=== imu_ball_renderer ===
### Register map, names as in the netlist, imu_ball_renderer

Scale bar: 50 um. Other sequential cells in the stronger grey, the rest of the logic in the fainter grey.
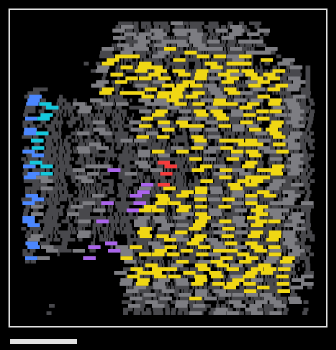
### The clock network, imu_ball_renderer

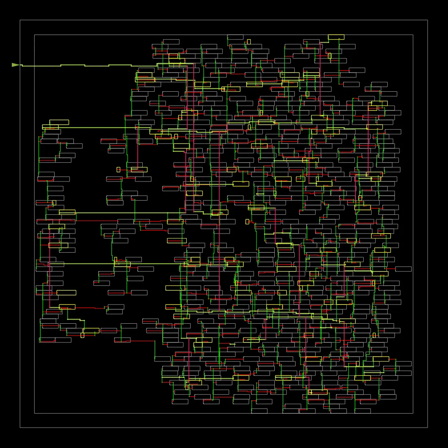
==> src/rtl/imu_ball_renderer.sv <==
// ---------------------------------------------------------------------------
// imu_ball_renderer
//
// Purpose:
//   This is the upstream stage of the LED-strip driver. Once per frame it
//   integrates IMU acceleration into a ball velocity and position on a 16x16
//   matrix. It then renders the ball as a single lit pixel into a 256-bit
//   bitmap. Rendering goes into a shadow buffer. The buffer is copied to the
//   output in one edge, so the driver never sees a partly drawn frame.
//
// Ports:
//   clock        in   1    system clock
//   reset        in   1    asynchronous, active-high reset
//   imu_data     in   96   [95:80] accel X (signed, column), [79:64] accel Y
//                          (signed, row), [63:0] unused
//   imu_valid    in   1    captures imu_data into the hold register
//   frame_tick   in   1    single-cycle request to compute a new frame
//   matrix       out  256  committed bitmap, bit (row*16+col) = pixel lit
//   matrix_valid out  1    one-cycle pulse on the edge matrix updates
//   busy         out  1    high while a frame is being computed
//
// Optional feature macro: DEADZONE_EN
//   When this macro is defined, an axis whose raw accel magnitude is within
//   DEADZONE is treated as having zero accel. On that axis the velocity
//   also decays toward zero by a quarter each frame (friction).
// ---------------------------------------------------------------------------
module imu_ball_renderer #(
  parameter int FRAC_W      = 8,
  parameter int VEL_W       = 12,
  parameter int ACCEL_SHIFT = 6,
  parameter int VMAX        = 255,
  parameter int DEADZONE    = 512
) (
  input  logic         clock,
  input  logic         reset,
  input  logic [95:0]  imu_data,
  input  logic         imu_valid,
  input  logic         frame_tick,
  output logic [255:0] matrix,
  output logic         matrix_valid,
  output logic         busy
);

  localparam int POS_W  = 4 + FRAC_W;
  // The velocity sum needs VEL_W+2 bits. It must also be wide enough to
  // hold the shifted 16-bit accel without truncating it.
  localparam int SUM_W  = (VEL_W + 2 > 17) ? VEL_W + 2 : 17;
  localparam int PSUM_W = FRAC_W + VEL_W + 2;

  localparam logic [POS_W-1:0]         POS_CENTER = POS_W'(8 << FRAC_W);
  localparam logic [POS_W-1:0]         POS_MAX    = '1;
  localparam logic signed [PSUM_W-1:0] POS_LIMIT  = PSUM_W'((16 << FRAC_W) - 1);
  localparam logic signed [SUM_W-1:0]  VMAX_P     = SUM_W'(VMAX);
  localparam logic signed [SUM_W-1:0]  VMAX_N     = -VMAX_P;

`ifdef DEADZONE_EN
  localparam logic signed [15:0] DZ_HI = 16'(DEADZONE);
  localparam logic signed [15:0] DZ_LO = 16'(-DEADZONE);
`else
  localparam int unused_deadzone = DEADZONE;
`endif

  typedef enum logic [2:0] {
    IDLE,
    LATCH,
    VEL,
    POS,
    RENDER,
    COMMIT
  } state_t;

  state_t                    state_q, state_d;
  logic [3:0]                row_q, row_d;
  logic [31:0]               hold_q, hold_d;
  logic signed [15:0]        ax_q, ax_d, ay_q, ay_d;
  logic signed [VEL_W-1:0]   vel_x_q, vel_x_d, vel_y_q, vel_y_d;
  logic [POS_W-1:0]          pos_x_q, pos_x_d, pos_y_q, pos_y_d;
  logic [255:0]              shadow_q, shadow_d;
  logic [255:0]              matrix_q, matrix_d;
  logic                      matrix_valid_q, matrix_valid_d;
  logic                      busy_q, busy_d;

  // Only the two accel words are used; the rest of the IMU record is ignored.
  logic unused_imu_bits;
  assign unused_imu_bits = ^imu_data[63:0];

  // One velocity update for one axis. All terms are widened before the add,
  // so extreme accel cannot wrap before the saturation step.
  function automatic logic signed [VEL_W-1:0] vel_step(
    input logic signed [VEL_W-1:0] v,
    input logic signed [15:0]      a
  );
    logic signed [15:0]      a_shift;
    logic signed [SUM_W-1:0] v_ext;
    logic signed [SUM_W-1:0] a_ext;
    logic signed [SUM_W-1:0] sum;
    a_shift = a >>> ACCEL_SHIFT;
    v_ext   = SUM_W'(v);
    a_ext   = SUM_W'(a_shift);
    sum     = v_ext + a_ext;
`ifdef DEADZONE_EN
    if (a <= DZ_HI && a >= DZ_LO) begin
      sum = v_ext - (v_ext >>> 2);
    end
`endif
    if (sum > VMAX_P) begin
      sum = VMAX_P;
    end else if (sum < VMAX_N) begin
      sum = VMAX_N;
    end
    return VEL_W'(sum);
  endfunction

  // One position update for one axis. If the ball hits a wall, it stops at
  // the wall and bounces back at half speed.
  function automatic void pos_step(
    input  logic [POS_W-1:0]        p,
    input  logic signed [VEL_W-1:0] v,
    output logic [POS_W-1:0]        p_n,
    output logic signed [VEL_W-1:0] v_n
  );
    logic signed [PSUM_W-1:0] sum;
    sum = PSUM_W'($signed({1'b0, p})) + PSUM_W'(v);
    if (sum < 0) begin
      p_n = '0;
      v_n = -(v >>> 1);
    end else if (sum > POS_LIMIT) begin
      p_n = POS_MAX;
      v_n = -(v >>> 1);
    end else begin
      p_n = POS_W'(sum);
      v_n = v;
    end
  endfunction

  // Frame sequencer. In order, it latches accel, updates velocity, updates
  // position, renders 16 rows into the shadow buffer, then commits. A
  // frame_tick is accepted only in IDLE or on the commit edge. While a frame
  // is in flight, extra ticks are dropped.
  always_comb begin
    state_d        = state_q;
    row_d          = row_q;
    hold_d         = imu_valid ? imu_data[95:64] : hold_q;
    ax_d           = ax_q;
    ay_d           = ay_q;
    vel_x_d        = vel_x_q;
    vel_y_d        = vel_y_q;
    pos_x_d        = pos_x_q;
    pos_y_d        = pos_y_q;
    shadow_d       = shadow_q;
    matrix_d       = matrix_q;
    matrix_valid_d = 1'b0;
    busy_d         = busy_q;

    case (state_q)
      IDLE: begin
        if (frame_tick) begin
          state_d = LATCH;
          busy_d  = 1'b1;
        end
      end
      LATCH: begin
        ax_d    = hold_q[31:16];
        ay_d    = hold_q[15:0];
        state_d = VEL;
      end
      VEL: begin
        vel_x_d = vel_step(vel_x_q, ax_q);
        vel_y_d = vel_step(vel_y_q, ay_q);
        state_d = POS;
      end
      POS: begin
        pos_step(pos_x_q, vel_x_q, pos_x_d, vel_x_d);
        pos_step(pos_y_q, vel_y_q, pos_y_d, vel_y_d);
        row_d   = 4'd0;
        state_d = RENDER;
      end
      RENDER: begin
        shadow_d[{row_q, 4'b0000} +: 16] =
          (row_q == pos_y_q[POS_W-1:FRAC_W]) ? (16'd1 << pos_x_q[POS_W-1:FRAC_W]) : 16'd0;
        row_d = row_q + 4'd1;
        if (row_q == 4'd15) begin
          state_d = COMMIT;
        end
      end
      COMMIT: begin
        matrix_d       = shadow_q;
        matrix_valid_d = 1'b1;
        if (frame_tick) begin
          state_d = LATCH;
          busy_d  = 1'b1;
        end else begin
          state_d = IDLE;
          busy_d  = 1'b0;
        end
      end
      default: begin
        state_d = IDLE;
        busy_d  = 1'b0;
      end
    endcase
  end

  // State registers. Reset puts the ball at rest in the centre of the matrix.
  always_ff @(posedge clock or posedge reset) begin
    if (reset) begin
      state_q        <= IDLE;
      row_q          <= 4'd0;
      hold_q         <= '0;
      ax_q           <= '0;
      ay_q           <= '0;
      vel_x_q        <= '0;
      vel_y_q        <= '0;
      pos_x_q        <= POS_CENTER;
      pos_y_q        <= POS_CENTER;
      shadow_q       <= '0;
      matrix_q       <= '0;
      matrix_valid_q <= 1'b0;
      busy_q         <= 1'b0;
    end else begin
      state_q        <= state_d;
      row_q          <= row_d;
      hold_q         <= hold_d;
      ax_q           <= ax_d;
      ay_q           <= ay_d;
      vel_x_q        <= vel_x_d;
      vel_y_q        <= vel_y_d;
      pos_x_q        <= pos_x_d;
      pos_y_q        <= pos_y_d;
      shadow_q       <= shadow_d;
      matrix_q       <= matrix_d;
      matrix_valid_q <= matrix_valid_d;
      busy_q         <= busy_d;
    end
  end

  assign matrix       = matrix_q;
  assign matrix_valid = matrix_valid_q;
  assign busy         = busy_q;

endmodule

==> config.mk <==
export PLATFORM = sky130hd
export DESIGN_NAME = imu_ball_renderer
export DESIGN_NICKNAME = d
export VERILOG_FILES = /design/src/rtl/imu_ball_renderer.sv
export SDC_FILE = /design/constraint.sdc
export NUM_CORES = 2
export LEC_CHECK = 0
export CORE_MARGIN = 8
export CORE_UTILIZATION = 54
export CTS_CLUSTER_SIZE = 30
export DETAILED_ROUTE_END_ITERATION = 8
export GPL_ROUTABILITY_DRIVEN = 1
export GPL_TIMING_DRIVEN = 0
export PLACE_DENSITY = 0.85
export SLEW_MARGIN = 20
export SYNTH_ARGS = -nofsm -noshare
export SYNTH_HDL_FRONTEND = slang
export SYNTH_SLANG_ARGS = --single-unit
==> constraint.sdc <==
create_clock -name clock -period 21.8 [get_ports clock]
set_input_delay 3.27 -clock clock [delete_from_list [all_inputs] [get_ports clock]]
set_output_delay 3.27 -clock clock [all_outputs]
set_load 0.01 [all_outputs]
==> flow_metrics.env <==
# flow metrics
export IMPL_critical_path_top_delay_family="buffers and inverters"
export IMPL_fin_crit_sh=0.227
export IMPL_pre_cts_ws_ns=16.30
export IMPL_post_cts_resized=0
export IMPL_reg2regPathDepth=11
export IMPL_grt_pass1_wl_um=118000
export IMPL_crit_arrival_ns=1.68
export IMPL_portBuffers=280
export IMPL_firstDrtPassIters=6
export IMPL_grt_max_degree=112
export IMPL_avgSynthCellArea_um2=9.30
export IMPL_crit_type="reg -> out"
export IMPL_synth_warnings=0
export IMPL_rows=80
export IMPL_swShare=0.351
export IMPL_startpoint_type="flip-flop"
export IMPL_synth_seq_share=0.593
export IMPL_ff_count=609
export IMPL_p_per_area_nw_per_um2=112
export IMPL_status="finished clean"
export IMPL_clockBufferDepth=3
Notes on 'Register map, names as in the netlist' of imu_ball_renderer above:
legend:
  yellow:
    signal: `shadow_q`
    placed_flops: 256
  blue:
    signal: `hold_q`
    placed_flops: 20
  red:
    signal: `row_q`
    placed_flops: 4
    where: centre
  cyan:
    signal: `ax_q`
    placed_flops: 10
    where: middle left
  purple:
    signal: `pos_y_q`
    placed_flops: 12
not coloured: 307

Notes on 'The clock network' of imu_ball_renderer above:
Clock Sinks: 609
Max Clock Skew: 0.0291 ns

==> layer usage <==
layer / GRT usage / vias to the layer above / share of wire
met4: 0.150 / 0 / 0.056
met3: 0.0547 / 267 / 0.083
met2: 0.461 / 1011 / 0.49
li1: - / 9777 / -
met5: 0 / - / 0
met1: 0.328 / 10700 / 0.37
==> metrics by stage <==
stage	hold WS, ns	TNS (ns)
6_report	0.462	0
5_1_grt	0.486	0
4_1_cts	0.462	0
3_5_place_dp	0.449	0
3_3_place_gp	0.449	-2383.01
2_1_floorplan	0.439	0

=== hr_window_ctrl ===
<file path="src/rtl/hr_pkg.sv">
`default_nettype none
// +------------------------------------------------------------------+
// | hr_pkg: shared state encoding and constants for hr_window_ctrl   |
// | Rev 1.0                                                          |
// +------------------------------------------------------------------+
package hr_pkg;

    typedef enum logic [1:0] {
        ST_IDLE  = 2'd0,
        ST_PRIME = 2'd1,
        ST_RUN   = 2'd2,
        ST_FLUSH = 2'd3
    } hr_state_t;

    localparam int unsigned c_MIN_WIN = 2;

endpackage
`default_nettype wire

</file>
<file path="src/rtl/hr_tick_gen.sv">
`default_nettype none
// +------------------------------------------------------------------+
// | hr_tick_gen: sample-tick prescaler, held at zero while disabled  |
// | Rev 1.0                                                          |
// +------------------------------------------------------------------+
module hr_tick_gen #(
    parameter int TICK_DIV = 1000
) (
    input  logic clock,
    input  logic reset,
    input  logic i_en,
    output logic o_tick
);

    localparam int c_CW = (TICK_DIV > 1) ? $clog2(TICK_DIV) : 1;

    logic [c_CW-1:0] r_cnt;

    assign o_tick = i_en && (r_cnt == c_CW'(TICK_DIV - 1));

    always_ff @(posedge clock) begin
        if (reset || !i_en) begin
            r_cnt <= '0;
        end else if (o_tick) begin
            r_cnt <= '0;
        end else begin
            r_cnt <= r_cnt + c_CW'(1);
        end
    end

endmodule
`default_nettype wire

</file>
<file path="src/rtl/hr_window_ctrl.sv">
`default_nettype none
// +------------------------------------------------------------------+
// | hr_window_ctrl: sliding-window beat counter driving an external  |
// | FWFT FIFO delay line; prime/run/flush lifecycle. Rev 1.0         |
// +------------------------------------------------------------------+
module hr_window_ctrl
    import hr_pkg::*;
#(
    parameter int TICK_DIV = 1000,
    parameter int WIN_W    = 12,
    parameter int CNT_W    = 8
) (
    input  logic             clock,
    input  logic             reset,
    input  logic             i_enable,
    input  logic [WIN_W-1:0] i_win_len,
    input  logic             i_hb_detect,
    output logic             o_fifo_d,
    output logic             o_fifo_wen,
    output logic             o_fifo_ren,
    input  logic             i_fifo_q,
    input  logic             i_fifo_empty,
    input  logic             i_fifo_full,
    output logic [CNT_W-1:0] o_rate,
    output logic             o_rate_valid,
    input  logic             i_rate_ready,
    output logic             o_busy,
    output logic             o_overrun,
    output logic             o_err
);

    localparam logic [WIN_W:0] c_RATE_MAX = (WIN_W+1)'((2**CNT_W) - 1);

    hr_state_t        r_state;
    hr_state_t        w_state_next;
    logic [WIN_W-1:0] r_win;
    logic [WIN_W-1:0] r_fill;
    logic [WIN_W:0]   r_count;
    logic             r_hb_pend;
    logic [CNT_W-1:0] r_rate;
    logic             r_rate_valid;
    logic             r_overrun;
    logic             r_err;

    logic             w_active;
    logic             w_tick;
    logic             w_tick_act;
    logic             w_sample;
    logic [WIN_W-1:0] w_fill_inc;
    logic [WIN_W-1:0] w_win_clamped;
    logic [WIN_W:0]   w_count_next;
    logic [CNT_W-1:0] w_rate_sat;
    logic             w_load_rate;
    logic             w_clear;
    logic             w_err_now;

    assign w_active      = (r_state == ST_PRIME) || (r_state == ST_RUN);
    // A dropped enable wins over a coincident tick: that tick is discarded.
    assign w_tick_act    = w_tick && i_enable;
    assign w_sample      = r_hb_pend | i_hb_detect;
    assign w_fill_inc    = r_fill + WIN_W'(1);
    assign w_win_clamped = (i_win_len < WIN_W'(c_MIN_WIN)) ? WIN_W'(c_MIN_WIN) : i_win_len;
    assign w_count_next  = r_count + (WIN_W+1)'(w_sample)
                         - ((r_state == ST_RUN) ? (WIN_W+1)'(i_fifo_q) : '0);
    assign w_rate_sat    = (w_count_next > c_RATE_MAX) ? CNT_W'(c_RATE_MAX) : CNT_W'(w_count_next);
    assign w_load_rate   = w_tick_act && (r_state == ST_RUN);
    assign w_clear       = (r_state == ST_FLUSH) && i_fifo_empty;
    assign w_err_now     = (o_fifo_wen && i_fifo_full) || (o_fifo_ren && i_fifo_empty);

    hr_tick_gen #(
        .TICK_DIV (TICK_DIV)
    ) u_tick_gen (
        .clock  (clock),
        .reset  (reset),
        .i_en   (w_active),
        .o_tick (w_tick)
    );

    always_ff @(posedge clock) begin
        if (reset) begin
            r_state <= ST_IDLE;
        end else begin
            r_state <= w_state_next;
        end
    end

    always_comb begin
        w_state_next = r_state;
        o_fifo_wen   = 1'b0;
        o_fifo_ren   = 1'b0;
        o_fifo_d     = 1'b0;
        case (r_state)
            ST_IDLE: begin
                if (i_enable) w_state_next = ST_PRIME;
            end
            ST_PRIME: begin
                if (!i_enable) begin
                    w_state_next = ST_FLUSH;
                end else if (w_tick) begin
                    o_fifo_wen = 1'b1;
                    o_fifo_d   = w_sample;
                    if (w_fill_inc == r_win) w_state_next = ST_RUN;
                end
            end
            ST_RUN: begin
                if (!i_enable) begin
                    w_state_next = ST_FLUSH;
                end else if (w_tick) begin
                    o_fifo_wen = 1'b1;
                    o_fifo_ren = 1'b1;
                    o_fifo_d   = w_sample;
                end
            end
            ST_FLUSH: begin
                o_fifo_ren = !i_fifo_empty;
                if (i_fifo_empty) w_state_next = ST_IDLE;
            end
            default: w_state_next = ST_IDLE;
        endcase
        if (reset) begin
            o_fifo_wen = 1'b0;
            o_fifo_ren = 1'b0;
            o_fifo_d   = 1'b0;
        end
    end

    always_ff @(posedge clock) begin
        if (reset) begin
            r_win        <= '0;
            r_fill       <= '0;
            r_count      <= '0;
            r_hb_pend    <= 1'b0;
            r_rate       <= '0;
            r_rate_valid <= 1'b0;
            r_overrun    <= 1'b0;
            r_err        <= 1'b0;
        end else begin
            if (w_tick_act) begin
                r_hb_pend <= 1'b0;
            end else if (w_active && i_hb_detect) begin
                r_hb_pend <= 1'b1;
            end
            if (w_err_now) r_err <= 1'b1;
            if (r_state == ST_IDLE && i_enable) r_win <= w_win_clamped;
            if (w_load_rate && r_rate_valid && !i_rate_ready) r_overrun <= 1'b1;
            if (w_clear) begin
                r_count      <= '0;
                r_fill       <= '0;
                r_rate       <= '0;
                r_rate_valid <= 1'b0;
            end else begin
                if (w_tick_act) begin
                    r_count <= w_count_next;
                    if (r_state == ST_PRIME) r_fill <= w_fill_inc;
                end
                if (w_load_rate) begin
                    r_rate       <= w_rate_sat;
                    r_rate_valid <= 1'b1;
                end else if (r_rate_valid && i_rate_ready) begin
                    r_rate_valid <= 1'b0;
                end
            end
        end
    end

    assign o_rate       = r_rate;
    assign o_rate_valid = r_rate_valid;
    assign o_overrun    = r_overrun;
    assign o_err        = r_err;
    assign o_busy       = (r_state != ST_IDLE);

endmodule
`default_nettype wire

</file>
<file path="config.mk">
export PLATFORM = sky130hd
export DESIGN_NAME = hr_window_ctrl
export DESIGN_NICKNAME = d
export VERILOG_FILES = /design/src/rtl/hr_pkg.sv /design/src/rtl/hr_tick_gen.sv /design/src/rtl/hr_window_ctrl.sv
export SDC_FILE = /design/constraint.sdc
export NUM_CORES = 1
export LEC_CHECK = 0
export ABC_AREA = 0
export CAP_MARGIN = 30
export CORE_MARGIN = 4
export CORE_UTILIZATION = 40
export DETAILED_ROUTE_END_ITERATION = 8
export PLACE_DENSITY = 0.64
export SLEW_MARGIN = 10
export SYNTH_ARGS = -nofsm -noshare
export SYNTH_HDL_FRONTEND = slang
export SYNTH_SLANG_ARGS = --single-unit
</file>
<file path="constraint.sdc">
create_clock -name clock -period 5.3 [get_ports clock]
set_input_delay 1.06 -clock clock [delete_from_list [all_inputs] [get_ports clock]]
set_output_delay 1.06 -clock clock [all_outputs]
set_load 0.01 [all_outputs]
</file>
### Routed clock nets over the placement, hr_window_ctrl

Scale bar: 20 um.
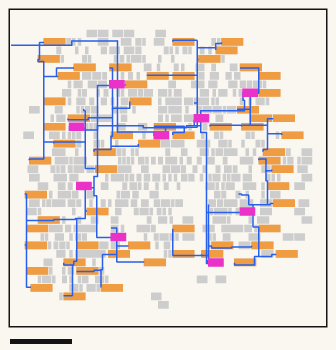
legend:
  blue:
    item: clock wires
    length: 880 um
  magenta:
    item: cells driving clock nets
    count: 9
  orange:
    item: flip-flops
    count: 61
routed clock nets: 10
Max Clock Skew: 0.00779 ns
Worst-Skew Late Latency: 0.35 ns
Clk pwr share: 0.314
Clk power: 0.000361 W

==> flow_metrics.env <==
# flow metrics
export IMPL_nWellTaps=105
export IMPL_grt_busiest_layer="met2"
export IMPL_hold_viol_final=0
export IMPL_hp_start="u_tick_gen.r_cnt[0]"
export IMPL_clkbuf_count=11
export IMPL_crit_type="in -> reg"
export IMPL_fp_util=0.418
export IMPL_largest_class="combinational gates"
export IMPL_drt_iter0_drc=155
export IMPL_yosys_cells=435
export IMPL_antenna_cells=0
export IMPL_synth_edff_count=0
export IMPL_seq_power_w=0.000513
export IMPL_grt_overflow_total=0
export IMPL_maxCapViolCount=0
export IMPL_ys_area_um2=3490
export IMPL_yosysMostFrequentCell="nand2_1"
export IMPL_wl_per_cell_um=13.6
export IMPL_slew_violations=0
export IMPL_setup_tns_ns=0
export IMPL_warnings=30
export IMPL_nFillCells=841
export IMPL_hold_depth=1
export IMPL_place_area_um2=3920
export IMPL_drive_above_1_share=0.0553
export IMPL_fp_nets=476
export IMPL_status="finished clean"
export IMPL_finalPower_w=0.00115
export IMPL_ant_nets=0
==> registers in the layout (all words and copies together), names as in the netlist <==
signal and cells:
r_state 2, o_err 1, o_rate 8, u_tick_gen.r_cnt 10, o_overrun 1, r_win 12
r_count 13, r_hb_pend 1, o_rate_valid 1, r_fill 12
==> critical path: cells and delay by family <==
kind / cells / cell delay (ns)
simple gates: 5 / 1.57
fa+ha+maj: 3 / 0.84
buf+inv: 3 / 0.52
compound gates: 2 / 0.43
mux: 1 / 0.15

=== dds_signal_meter_flat ===
File: src/rtl/dds_signal_meter_if.sv
// Sample stream in, per-period measurement results out.
// Meter side uses the slave modport.
interface dds_signal_meter_if #(
  parameter int CNT_W = 32
);
  logic             enable;
  logic [15:0]      sample_in;
  logic [CNT_W-1:0] period;
  logic [CNT_W-1:0] high_time;
  logic [15:0]      sample_max;
  logic [15:0]      sample_min;
  logic             meas_valid;
  logic             locked;
  logic             timeout;

  modport master (
    output enable,
    output sample_in,
    input  period,
    input  high_time,
    input  sample_max,
    input  sample_min,
    input  meas_valid,
    input  locked,
    input  timeout
  );

  modport slave (
    input  enable,
    input  sample_in,
    output period,
    output high_time,
    output sample_max,
    output sample_min,
    output meas_valid,
    output locked,
    output timeout
  );
endinterface

File: src/rtl/dds_signal_meter.sv
// Period / high-time / peak meter for the DDS output stream.
// Hysteretic rising-crossing detector opens and closes each window.
module dds_signal_meter #(
  parameter int               MID        = 32768,
  parameter int               HYST       = 1024,
  parameter int               CNT_W      = 32,
  parameter logic [CNT_W-1:0] MAX_PERIOD = '1
) (
  input logic               clk,
  input logic               reset,
  dds_signal_meter_if.slave bus
);

  localparam logic [15:0] LO_TH = 16'(MID - HYST);
  localparam logic [15:0] HI_TH = 16'(MID + HYST);
  localparam logic [15:0] MID_V = 16'(MID);

  typedef enum logic [1:0] {
    ARM_LOW,
    ARM_HIGH,
    MEAS_LOW,
    MEAS_HIGH
  } state_t;

  state_t           state, state_n;
  logic [CNT_W-1:0] cnt, cnt_n;
  logic [CNT_W-1:0] hi, hi_n;
  logic [15:0]      mx, mx_n;
  logic [15:0]      mn, mn_n;
  logic [CNT_W-1:0] per_q, per_n;
  logic [CNT_W-1:0] ht_q, ht_n;
  logic [15:0]      max_q, max_n;
  logic [15:0]      min_q, min_n;
  logic             vld_q, vld_n;
  logic             lck_q, lck_n;
  logic             tmo_q, tmo_n;

  logic [15:0]      s;
  logic             low_ev;
  logic             rise_ev;
  logic             is_high;
  logic             at_max;
  logic [CNT_W-1:0] cnt_a;
  logic [CNT_W-1:0] hi_a;
  logic [15:0]      mx_a;
  logic [15:0]      mn_a;

  assign s       = bus.sample_in;
  assign low_ev  = s < LO_TH;
  assign rise_ev = s >= HI_TH;
  assign is_high = s >= MID_V;
  assign at_max  = cnt == MAX_PERIOD;

  // Running window accumulation including the current sample.
  always_comb begin
    cnt_a = cnt + CNT_W'(1);
    hi_a  = hi + CNT_W'(is_high);
    mx_a  = (s > mx) ? s : mx;
    mn_a  = (s < mn) ? s : mn;
  end

  // Next-state, window and result update.
  always_comb begin
    state_n = state;
    cnt_n   = cnt;
    hi_n    = hi;
    mx_n    = mx;
    mn_n    = mn;
    per_n   = per_q;
    ht_n    = ht_q;
    max_n   = max_q;
    min_n   = min_q;
    vld_n   = 1'b0;
    lck_n   = lck_q;
    tmo_n   = tmo_q;
    if (!bus.enable) begin
      state_n = ARM_LOW;
      cnt_n   = '0;
      hi_n    = '0;
      mx_n    = '0;
      mn_n    = '0;
      lck_n   = 1'b0;
    end else begin
      unique case (state)
        ARM_LOW: begin
          if (low_ev) state_n = ARM_HIGH;
        end
        ARM_HIGH: begin
          if (rise_ev) begin
            state_n = MEAS_LOW;
            cnt_n   = CNT_W'(1);
            hi_n    = CNT_W'(is_high);
            mx_n    = s;
            mn_n    = s;
          end
        end
        MEAS_LOW: begin
          if (at_max) begin
            state_n = ARM_LOW;
            cnt_n   = '0;
            hi_n    = '0;
            tmo_n   = 1'b1;
            lck_n   = 1'b0;
          end else begin
            cnt_n = cnt_a;
            hi_n  = hi_a;
            mx_n  = mx_a;
            mn_n  = mn_a;
            if (low_ev) state_n = MEAS_HIGH;
          end
        end
        MEAS_HIGH: begin
          if (rise_ev) begin
            // crossing sample closes the old window, opens the new
            per_n   = cnt;
            ht_n    = hi;
            max_n   = mx;
            min_n   = mn;
            vld_n   = 1'b1;
            lck_n   = 1'b1;
            tmo_n   = 1'b0;
            state_n = MEAS_LOW;
            cnt_n   = CNT_W'(1);
            hi_n    = CNT_W'(is_high);
            mx_n    = s;
            mn_n    = s;
          end else if (at_max) begin
            state_n = ARM_LOW;
            cnt_n   = '0;
            hi_n    = '0;
            tmo_n   = 1'b1;
            lck_n   = 1'b0;
          end else begin
            cnt_n = cnt_a;
            hi_n  = hi_a;
            mx_n  = mx_a;
            mn_n  = mn_a;
          end
        end
        default: state_n = ARM_LOW;
      endcase
    end
  end

  // State, window and result registers.
  always_ff @(posedge clk) begin
    if (reset) begin
      state <= ARM_LOW;
      cnt   <= '0;
      hi    <= '0;
      mx    <= '0;
      mn    <= '0;
      per_q <= '0;
      ht_q  <= '0;
      max_q <= '0;
      min_q <= '0;
      vld_q <= 1'b0;
      lck_q <= 1'b0;
      tmo_q <= 1'b0;
    end else begin
      state <= state_n;
      cnt   <= cnt_n;
      hi    <= hi_n;
      mx    <= mx_n;
      mn    <= mn_n;
      per_q <= per_n;
      ht_q  <= ht_n;
      max_q <= max_n;
      min_q <= min_n;
      vld_q <= vld_n;
      lck_q <= lck_n;
      tmo_q <= tmo_n;
    end
  end

  assign bus.period     = per_q;
  assign bus.high_time  = ht_q;
  assign bus.sample_max = max_q;
  assign bus.sample_min = min_q;
  assign bus.meas_valid = vld_q;
  assign bus.locked     = lck_q;
  assign bus.timeout    = tmo_q;

endmodule

File: src/flat_wrapper.sv
// flat-port wrapper written by rule: the top's interface ports become plain ports
module dds_signal_meter_flat 
#(
  parameter int               MID        = 32768,
  parameter int               HYST       = 1024,
  parameter int               CNT_W      = 32,
  parameter logic [CNT_W-1:0] MAX_PERIOD = '1
)
  (clk, reset, bus_enable, bus_sample_in, bus_period, bus_high_time, bus_sample_max, bus_sample_min, bus_meas_valid, bus_locked, bus_timeout);
  dds_signal_meter_if #(.CNT_W(CNT_W)) bus_i ();
  input logic clk;
  input logic reset;
  input wire logic [$bits(bus_i.enable)-1:0] bus_enable;
  input wire logic [$bits(bus_i.sample_in)-1:0] bus_sample_in;
  output wire logic [$bits(bus_i.period)-1:0] bus_period;
  output wire logic [$bits(bus_i.high_time)-1:0] bus_high_time;
  output wire logic [$bits(bus_i.sample_max)-1:0] bus_sample_max;
  output wire logic [$bits(bus_i.sample_min)-1:0] bus_sample_min;
  output wire logic [$bits(bus_i.meas_valid)-1:0] bus_meas_valid;
  output wire logic [$bits(bus_i.locked)-1:0] bus_locked;
  output wire logic [$bits(bus_i.timeout)-1:0] bus_timeout;
  assign bus_i.enable = bus_enable;
  assign bus_i.sample_in = bus_sample_in;
  assign bus_period = bus_i.period;
  assign bus_high_time = bus_i.high_time;
  assign bus_sample_max = bus_i.sample_max;
  assign bus_sample_min = bus_i.sample_min;
  assign bus_meas_valid = bus_i.meas_valid;
  assign bus_locked = bus_i.locked;
  assign bus_timeout = bus_i.timeout;
  dds_signal_meter #(.MID(MID), .HYST(HYST), .CNT_W(CNT_W), .MAX_PERIOD(MAX_PERIOD)) u_core (.clk(clk), .reset(reset), .bus(bus_i));
endmodule
File: config.mk
export PLATFORM = sky130hd
export DESIGN_NAME = dds_signal_meter_flat
export DESIGN_NICKNAME = d
export VERILOG_FILES = /design/src/rtl/dds_signal_meter_if.sv /design/src/rtl/dds_signal_meter.sv /design/src/flat_wrapper.sv
export SDC_FILE = /design/constraint.sdc
export NUM_CORES = 1
export LEC_CHECK = 0
export CORE_MARGIN = 4
export CORE_UTILIZATION = 55
export CTS_CLUSTER_DIAMETER = 50
export DETAILED_ROUTE_END_ITERATION = 10
export PLACE_DENSITY = 0.79
export SLEW_MARGIN = 40
export SYNTH_ARGS = -nofsm -noshare
export SYNTH_HDL_FRONTEND = slang
export SYNTH_SLANG_ARGS = --single-unit
export TNS_END_PERCENT = 20
File: constraint.sdc
create_clock -name clk -period 3.55 [get_ports clk]
set_input_delay 0.71 -clock clk [delete_from_list [all_inputs] [get_ports clk]]
set_output_delay 0.71 -clock clk [all_outputs]
set_load 0.05 [all_outputs]
### Register map, names as in the netlist, dds_signal_meter_flat

Scale bar: 50 um. Other sequential cells in the stronger grey, the rest of the logic in the fainter grey.
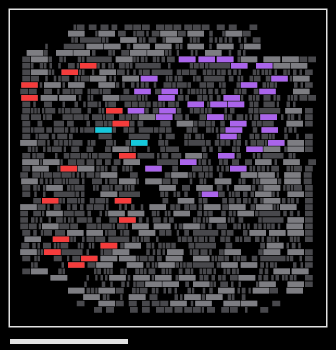
legend:
  red:
    signal: `u_core.mn`
    placed_flops: 16
  purple:
    signal: `u_core.cnt`
    placed_flops: 32
  cyan:
    signal: `u_core.state`
    placed_flops: 2
not coloured: 147
Seq group: 0.00222 W
Util after Layout: 0.693
sequential share of cell area: 0.370
register area: 3940 um^2

==> flow_metrics.env <==
# flow metrics
export IMPL_cts_num_sinks=197
export IMPL_pwr_share_seq=0.497
export IMPL_synthTopCellsByArea="dfxtp_1, nand2_1, a21oi_1"
export IMPL_coreArea_um2=15400
export IMPL_clkPwrFrac=0.462
export IMPL_whs_ns=0.452
export IMPL_crit_arrival_ns=3.47
export IMPL_critPathMaxFanout=10
export IMPL_routabilityCongestion=0.967
export IMPL_clockBufferDepth=2
export IMPL_yosysMostFrequentCell="nand2_1"
export IMPL_totalWireLength_um=20300
export IMPL_cp_slowest_cell="or4b_2"
export IMPL_grt_overflow_total=0
export IMPL_finalSetupViolCount=0
export IMPL_ys_flop_type="dfxtp_1"
export IMPL_cts_hold_buf=0
export IMPL_grt_pass1_vias=7114
export IMPL_wl_met3_um=947
export IMPL_via_count=7658
export IMPL_grt_setup_unrepaired="no"
export IMPL_status="finished clean"
export IMPL_place_inst=1357
export IMPL_die_x_um=134
export IMPL_p_per_area_nw_per_um2=419
export IMPL_final_area_um2=10700
export IMPL_p_leak_nw=3.79
export IMPL_comb_area_um2=4270
export IMPL_synth_edff_count=0
export IMPL_track_usage=0.228
### Cells by drive strength, dds_signal_meter_flat

Scale bar: 50 um.
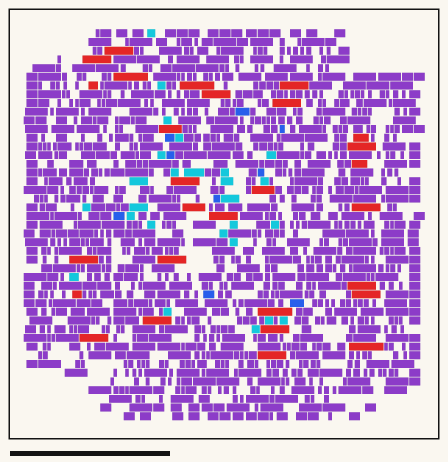
legend:
  red:
    size: drive 6 and up
    cells: 28
    share: 2.4%
  purple:
    size: drive 1 or less
    cells: 1113
    share: 95%
  cyan:
    size: drive 3 to 4
    cells: 26
    share: 2.2%
  blue:
    size: drive 2
    cells: 9
    share: 0.77%

cell type report:
type,instances,share of cell area
tap,211,0.0248
clock inverter,11,0.0164
sequential,197,0.370
inverter,55,0.0194
timing repair buffer,136,0.127
clock buffer,19,0.0425
multi-input combinational,758,0.400
path summary, 6_finish.rpt:
kind	slack, ns	from	end	cells past startpoint
worst max-delay path	0.45	bus_sample_in[14]	u_core.mn[7]	9
worst min-delay path	0.45	u_core.bus.high_time[11]	u_core.bus.high_time[11]	2
worst max register to register	0.85	u_core.mn[15]	u_core.mn[7]	9
worst min register to register	0.45	u_core.bus.high_time[11]	u_core.bus.high_time[11]	2

=== psevdo_ram_ctrl ===
[src/rtl/psevdo_ram_ctrl.sv]
// psevdo_ram_ctrl: burst command front-end for a four-bank, 9-bit-wide,
// 256-word pseudo-dual-port RAM. Write bursts stream data in through a
// valid/ready handshake. Read bursts issue one RAM read per cycle, and the
// returned words come back two cycles later on RD_DATA/RD_VALID.
module psevdo_ram_ctrl #(
  parameter int DATA_W = 9,
  parameter int ADDR_W = 8
) (
  input  logic              CLKS,
  input  logic              RSTB,
  // command channel
  input  logic              CMD_VALID,
  output logic              CMD_READY,
  input  logic              CMD_WR,
  input  logic [1:0]        CMD_BANK,
  input  logic [ADDR_W-1:0] CMD_ADDR,
  input  logic [ADDR_W-1:0] CMD_LEN,
  // write data channel
  input  logic [DATA_W-1:0] WR_DATA,
  input  logic              WR_VALID,
  output logic              WR_READY,
  // read data channel (no backpressure)
  output logic [DATA_W-1:0] RD_DATA,
  output logic              RD_VALID,
  output logic              BUSY,
  // RAM side
  output logic [DATA_W-1:0] DIn,
  output logic [ADDR_W-1:0] WADDR,
  output logic [ADDR_W-1:0] RADDR,
  output logic              WRB,
  output logic              RDB,
  output logic              DC_in0,
  output logic              DC_in1,
  output logic              DC_in2,
  input  logic [DATA_W-1:0] DO1,
  input  logic [DATA_W-1:0] DO2
);

  typedef enum logic [1:0] {IDLE, WRITE, READ, DRAIN} state_t;

  state_t              state_q, state_d;
  logic [ADDR_W-1:0]   addr_q, addr_d;    // next address to issue
  logic [ADDR_W-1:0]   rem_q, rem_d;      // words still to issue after the current one
  logic [1:0]          dc_q, dc_d;        // latched bank, drives {DC_in1,DC_in0}
  logic                wrb_q, wrb_d;
  logic                rdb_q, rdb_d;
  logic [DATA_W-1:0]   din_q, din_d;
  logic [ADDR_W-1:0]   waddr_q, waddr_d;
  logic [ADDR_W-1:0]   raddr_q, raddr_d;

  // read return pipeline: p0 = RAM access cycle, p1 = captured output
  logic                vld_p0, vld_p1;
  logic                bsel_p0;
  logic [DATA_W-1:0]   rd_data_p1;

  assign CMD_READY = (state_q == IDLE);
  assign BUSY      = (state_q != IDLE);
  assign WR_READY  = (state_q == WRITE);

  assign DIn      = din_q;
  assign WADDR    = waddr_q;
  assign RADDR    = raddr_q;
  assign WRB      = wrb_q;
  assign RDB      = rdb_q;
  assign DC_in0   = dc_q[0];
  assign DC_in1   = dc_q[1];
  assign DC_in2   = 1'b0;
  assign RD_DATA  = rd_data_p1;
  assign RD_VALID = vld_p1;

  // Next-state and next RAM-strobe computation; strobes default to inactive.
  always_comb begin
    state_d = state_q;
    addr_d  = addr_q;
    rem_d   = rem_q;
    dc_d    = dc_q;
    wrb_d   = 1'b1;
    rdb_d   = 1'b1;
    din_d   = din_q;
    waddr_d = waddr_q;
    raddr_d = raddr_q;
    case (state_q)
      IDLE: begin
        if (CMD_VALID) begin
          dc_d  = CMD_BANK;
          rem_d = CMD_LEN;
          if (CMD_WR) begin
            addr_d  = CMD_ADDR;
            state_d = WRITE;
          end else begin
            // first read word goes out on the accept edge so RDB is low
            // in the very next cycle
            rdb_d   = 1'b0;
            raddr_d = CMD_ADDR;
            addr_d  = CMD_ADDR + 8'd1;
            state_d = READ;
          end
        end
      end
      WRITE: begin
        if (WR_VALID) begin
          wrb_d   = 1'b0;
          din_d   = WR_DATA;
          waddr_d = addr_q;
          addr_d  = addr_q + 8'd1;
          if (rem_q == '0) state_d = IDLE;
          else             rem_d   = rem_q - 8'd1;
        end
      end
      READ: begin
        if (rem_q != '0) begin
          rdb_d   = 1'b0;
          raddr_d = addr_q;
          addr_d  = addr_q + 8'd1;
          rem_d   = rem_q - 8'd1;
        end else begin
          state_d = DRAIN;
        end
      end
      DRAIN: begin
        // last issued word is in the RAM stage while vld_p0 is high
        if (!vld_p0) state_d = IDLE;
      end
      default: state_d = IDLE;
    endcase
  end

  // Control state, working registers and registered RAM-side outputs.
  always_ff @(posedge CLKS) begin
    if (!RSTB) begin
      state_q <= IDLE;
      addr_q  <= '0;
      rem_q   <= '0;
      dc_q    <= '0;
      wrb_q   <= 1'b1;
      rdb_q   <= 1'b1;
      din_q   <= '0;
      waddr_q <= '0;
      raddr_q <= '0;
    end else begin
      state_q <= state_d;
      addr_q  <= addr_d;
      rem_q   <= rem_d;
      dc_q    <= dc_d;
      wrb_q   <= wrb_d;
      rdb_q   <= rdb_d;
      din_q   <= din_d;
      waddr_q <= waddr_d;
      raddr_q <= raddr_d;
    end
  end

  // Read return: track issued reads and their bank half, capture DO1/DO2.
  always_ff @(posedge CLKS) begin
    if (!RSTB) begin
      vld_p0     <= 1'b0;
      bsel_p0    <= 1'b0;
      vld_p1     <= 1'b0;
      rd_data_p1 <= '0;
    end else begin
      // p0: RAM is registering the read issued last cycle
      vld_p0  <= ~rdb_q;
      bsel_p0 <= dc_q[1];
      // p1: RAM output captured into RD_DATA
      vld_p1  <= vld_p0;
      if (vld_p0) rd_data_p1 <= bsel_p0 ? DO2 : DO1;
    end
  end

endmodule
[config.mk]
export PLATFORM = sky130hd
export DESIGN_NAME = psevdo_ram_ctrl
export DESIGN_NICKNAME = d
export VERILOG_FILES = /design/src/rtl/psevdo_ram_ctrl.sv
export SDC_FILE = /design/constraint.sdc
export NUM_CORES = 1
export LEC_CHECK = 0
export ABC_AREA = 1
export CAP_MARGIN = 20
export CORE_UTILIZATION = 33
export DETAILED_ROUTE_END_ITERATION = 12
export SKIP_CTS_REPAIR_TIMING = 1
export SLEW_MARGIN = 0
export SYNTH_ARGS = -nofsm -noshare
export SYNTH_HDL_FRONTEND = slang
export SYNTH_SLANG_ARGS = --single-unit
[constraint.sdc]
create_clock -name CLKS -period 2 [get_ports CLKS]
set_clock_uncertainty 0.2 [all_clocks]
set_input_delay 0.4 -clock CLKS [delete_from_list [all_inputs] [get_ports CLKS]]
set_output_delay 0.4 -clock CLKS [all_outputs]
set_load 0.02 [all_outputs]
### Zoomed window, psevdo_ram_ctrl

Region (58, 9) to (88, 39) um. Cells in grey, sequential cells in the stronger grey; small squares are vias.
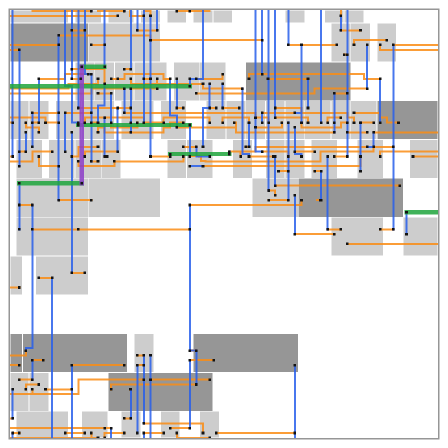
legend:
  green:
    layer: met3
  blue:
    layer: met2
  purple:
    layer: met4
  orange:
    layer: met1
most frequent: nand2_1 (11), nor2_1 (8)
sequential cells in the window: 7
netlist names of flops here include: `rem_q` (4), `DIn` (3)
cells with their middle in the window: 58

### Cells by drive strength, psevdo_ram_ctrl

Scale bar: 20 um.
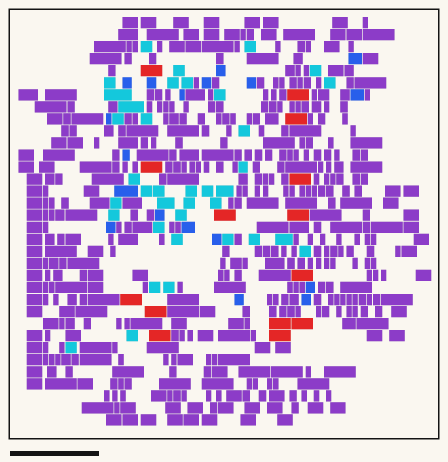
legend:
  red:
    size: drive 6 and up
    cells: 14
    share: 2.6%
  purple:
    size: drive 1 or less
    cells: 471
    share: 87%
  blue:
    size: drive 2
    cells: 18
    share: 3.3%
  cyan:
    size: drive 3 to 4
    cells: 37
    share: 6.9%
Non-clk bufs: 121
setup ws final: 0.0967 ns

## cell type report
type / instances / area, um^2 / area share
clock inverter: 1 / 5.00 / 0.00115
inverter: 39 / 153 / 0.0351
clock buffer: 14 / 193 / 0.0443
sequential: 59 / 1180 / 0.271
timing repair buffer: 121 / 1140 / 0.263
multi-input combinational: 306 / 1540 / 0.354
tap: 108 / 135 / 0.0311
## worst register-to-register path: cells and delay by family (launching register included)
family,cells,cell delay [ns]
and+or+nand+nor,2,0.47
DFF,1,0.32
buffers and inverters,3,0.29
AOI/OAI and AO/OA,2,0.28
adders and majority gates,1,0.26
==> flow_metrics.env <==
# flow metrics
export IMPL_status="finished clean"
export IMPL_finalNonFillerCells=648
export IMPL_slew_headroom=0.605
export IMPL_critPathRequiredTime_ns=1.40
export IMPL_ys_sh_xor=0.00592
export IMPL_place_area_um2=4130
export IMPL_synthTopCellsByArea="dfxtp_1, nand2_1, o21ai_0"
export IMPL_cp_startpoint="RADDR[5]"
export IMPL_cts_tree="done"
export IMPL_portBuffers=91
export IMPL_power_internal_w=0.00353
export IMPL_grt_max_degree=22
export IMPL_place_inst=632
export IMPL_wl_met3_um=469
export IMPL_grt_pass1_wl_um=13200
export IMPL_top_area_frac=0.399
export IMPL_ys_flop_type="dfxtp_1"
export IMPL_worst_pin_slew_ns=0.592
export IMPL_yosysUniqueCellTypes=36
export IMPL_clk_pin_slew_ns=0.07

=== mult_div_unit ===
===== src/rtl/mult_div_unit.sv =====
// Sequential 32x32 signed multiply (radix-2 Booth) and divide (restoring) unit.
// Hi/Lo are architectural registers read directly by MFHI/MFLO.
module mult_div_unit #(
    parameter int N_ITER = 32
) (
    input  logic        clk,
    input  logic        reset,
    input  logic        MultStart,
    input  logic        DivStart,
    input  logic [31:0] A,
    input  logic [31:0] B,
    output logic [31:0] Hi,
    output logic [31:0] Lo,
    output logic        Busy,
    output logic        Done,
    output logic        DivZero
);

    localparam int CW = $clog2(N_ITER);

    typedef enum logic [1:0] {
        S_IDLE,
        S_MULT,
        S_DIV,
        S_DONE
    } state_t;

    state_t        state, state_nxt;
    logic [CW-1:0] cnt;
    logic [64:0]   work;
    logic [31:0]   m;
    logic          neg_q, neg_r, dz;

    logic          last;
    logic          b_zero;
    logic [31:0]   abs_a, abs_b;
    logic [32:0]   acc_ext, m_ext, sum;
    logic [64:0]   booth_next;
    logic [32:0]   trial;
    logic          ge;
    logic [31:0]   rem_n;
    logic [64:0]   div_next;
    logic [31:0]   q_fix, r_fix;

    always_comb begin
        last   = (cnt == CW'(N_ITER - 1));
        b_zero = (B == '0);
        abs_a  = A[31] ? 32'(-A) : A;
        abs_b  = B[31] ? 32'(-B) : B;
    end

    // Booth step: the sum is formed one bit wider so that subtracting the
    // most negative multiplicand cannot lose its sign before the shift.
    always_comb begin
        acc_ext = {work[64], work[64:33]};
        m_ext   = {m[31], m};
        case (work[1:0])
            2'b01:   sum = acc_ext + m_ext;
            2'b10:   sum = acc_ext - m_ext;
            default: sum = acc_ext;
        endcase
        booth_next = {sum, work[32:2], work[1]};
    end

    // Restoring step on magnitudes: work holds {remainder, dividend/quotient, 0}.
    always_comb begin
        trial    = {work[64:33], work[32]};
        ge       = (trial >= {1'b0, m});
        rem_n    = ge ? (trial[31:0] - m) : trial[31:0];
        div_next = {rem_n, work[31:1], ge, 1'b0};
        q_fix    = neg_q ? 32'(-div_next[32:1])  : div_next[32:1];
        r_fix    = neg_r ? 32'(-div_next[64:33]) : div_next[64:33];
    end

    always_ff @(posedge clk) begin
        if (!reset) begin
            state <= S_IDLE;
        end else begin
            state <= state_nxt;
        end
    end

    always_comb begin
        state_nxt = state;
        case (state)
            S_IDLE: begin
                if (MultStart) begin
                    state_nxt = S_MULT;
                end else if (DivStart) begin
                    state_nxt = b_zero ? S_DONE : S_DIV;
                end
            end
            S_MULT, S_DIV: begin
                if (last) begin
                    state_nxt = S_DONE;
                end
            end
            S_DONE:  state_nxt = S_IDLE;
            default: state_nxt = S_IDLE;
        endcase
    end

    always_comb begin
        Busy    = (state == S_MULT) || (state == S_DIV);
        Done    = (state == S_DONE);
        DivZero = (state == S_DONE) && dz;
    end

    always_ff @(posedge clk) begin
        if (!reset) begin
            cnt   <= '0;
            work  <= '0;
            m     <= '0;
            neg_q <= 1'b0;
            neg_r <= 1'b0;
            dz    <= 1'b0;
            Hi    <= '0;
            Lo    <= '0;
        end else begin
            dz <= 1'b0;
            case (state)
                S_IDLE: begin
                    cnt <= '0;
                    if (MultStart) begin
                        m    <= A;
                        work <= {32'b0, B, 1'b0};
                    end else if (DivStart) begin
                        if (b_zero) begin
                            dz <= 1'b1;
                        end else begin
                            m     <= abs_b;
                            work  <= {32'b0, abs_a, 1'b0};
                            neg_q <= A[31] ^ B[31];
                            neg_r <= A[31];
                        end
                    end
                end
                S_MULT: begin
                    work <= booth_next;
                    cnt  <= cnt + CW'(1);
                    if (last) begin
                        Hi <= booth_next[64:33];
                        Lo <= booth_next[32:1];
                    end
                end
                S_DIV: begin
                    work <= div_next;
                    cnt  <= cnt + CW'(1);
                    if (last) begin
                        Hi <= r_fix;
                        Lo <= q_fix;
                    end
                end
                default: ;
            endcase
        end
    end

endmodule


===== config.mk =====
export PLATFORM = sky130hd
export DESIGN_NAME = mult_div_unit
export DESIGN_NICKNAME = d
export VERILOG_FILES = /design/src/rtl/mult_div_unit.sv
export SDC_FILE = /design/constraint.sdc
export NUM_CORES = 1
export LEC_CHECK = 0
export CORE_MARGIN = 4
export CORE_UTILIZATION = 60
export CTS_CLUSTER_SIZE = 12
export DETAILED_ROUTE_END_ITERATION = 10
export HOLD_SLACK_MARGIN = 0.12
export PLACE_DENSITY = 0.82
export SLEW_MARGIN = 20
export SYNTH_ARGS = -nofsm -noshare
export SYNTH_HDL_FRONTEND = slang
export SYNTH_SLANG_ARGS = --single-unit

===== constraint.sdc =====
create_clock -name clk -period 6.4 [get_ports clk]
set_clock_uncertainty 0.05 [all_clocks]
set_input_delay 1.6 -clock clk [delete_from_list [all_inputs] [get_ports clk]]
set_output_delay 1.6 -clock clk [all_outputs]
set_load 0.02 [all_outputs]

### Zoomed window, mult_div_unit

Region (116, 29) to (146, 59) um. Cells in grey, sequential cells in the stronger grey; small squares are vias.
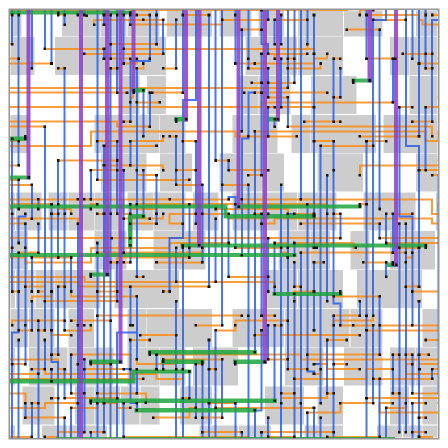
legend:
  green:
    layer: met3
  purple:
    layer: met4
  orange:
    layer: met1
  blue:
    layer: met2
most frequent: inv_1 (10), ha_1 (9), a21oi_1 (7)
cells with their middle in the window: 85
sequential cells in the window: 0

==> flow_metrics.env <==
# flow metrics
export IMPL_status="finished clean"
export IMPL_totalWireLength_um=60500
export IMPL_cp_startpoint="m[6]"
export IMPL_chip_area_um2=30500
export IMPL_yosys_area_top_type="dfxtp_1"
export IMPL_cp_slowest_cell="a211oi_1"
export IMPL_ant_nets=0
export IMPL_nFillCells=2418
export IMPL_track_usage=0.379
export IMPL_min_period_ns=5.68
export IMPL_setup_tns_ns=0
export IMPL_grt_setup_unrepaired="no"
export IMPL_cts_setup_buffers=0
export IMPL_seqCellArea_um2=3420
export IMPL_finalSetupViolCount=0
export IMPL_drive_above_1_share=0.0579
export IMPL_hold_viol_final=0
## flip-flops by register name, indices dropped and copies added (netlist names)
| signal | cells |
|---|---|
| neg_r | 1 |
| m | 32 |
| dz | 1 |
| cnt | 5 |
| state | 2 |
| Lo | 32 |
| neg_q | 1 |
| Hi | 32 |
| work | 65 |
## power breakdown
group	switching [W]	internal, W
clock	0.000504	0.000586
combinational	0.00368	0.00199
sequential	0.000351	0.00123
## cell type report
cell class              instances  share of cell area
clock buffers                  18              0.0230
clock inverters                14             0.00867
inverters                      82              0.0168
multi-input cells            1897               0.657
flip-flops and latches        171               0.184
well taps                     372              0.0250
repair buffers                165              0.0861


## Gallery

Cells by drive strength.
Plate I
Scale bar: 20 um.
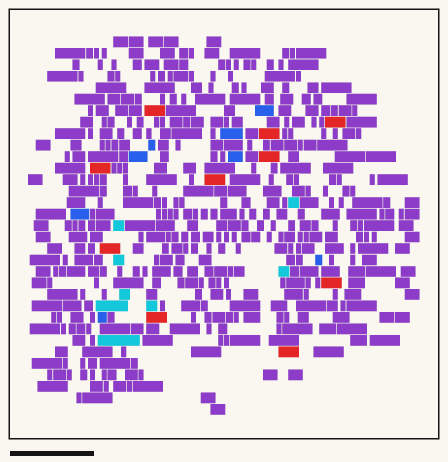
Plate II
Scale bar: 50 um.
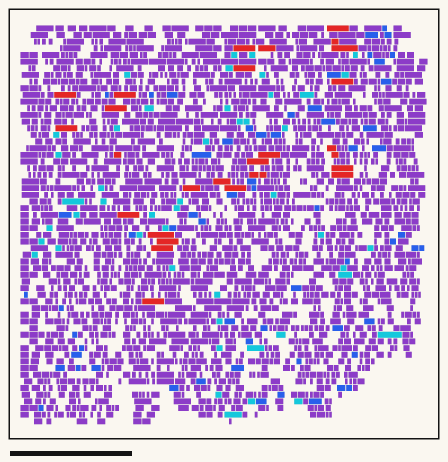
Plate III
Scale bar: 50 um.
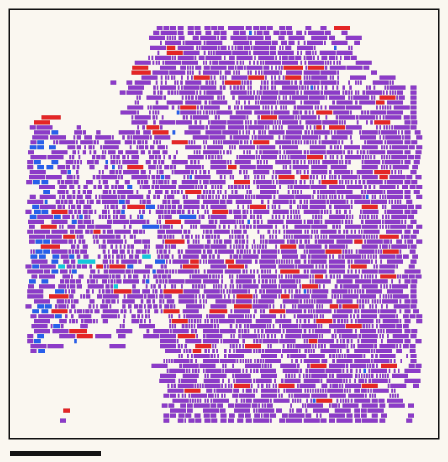
hr_window_ctrl -> Plate I
imu_ball_renderer -> Plate III
mult_div_unit -> Plate II

No activity file was given, so power comes from the tool's default toggle rates.
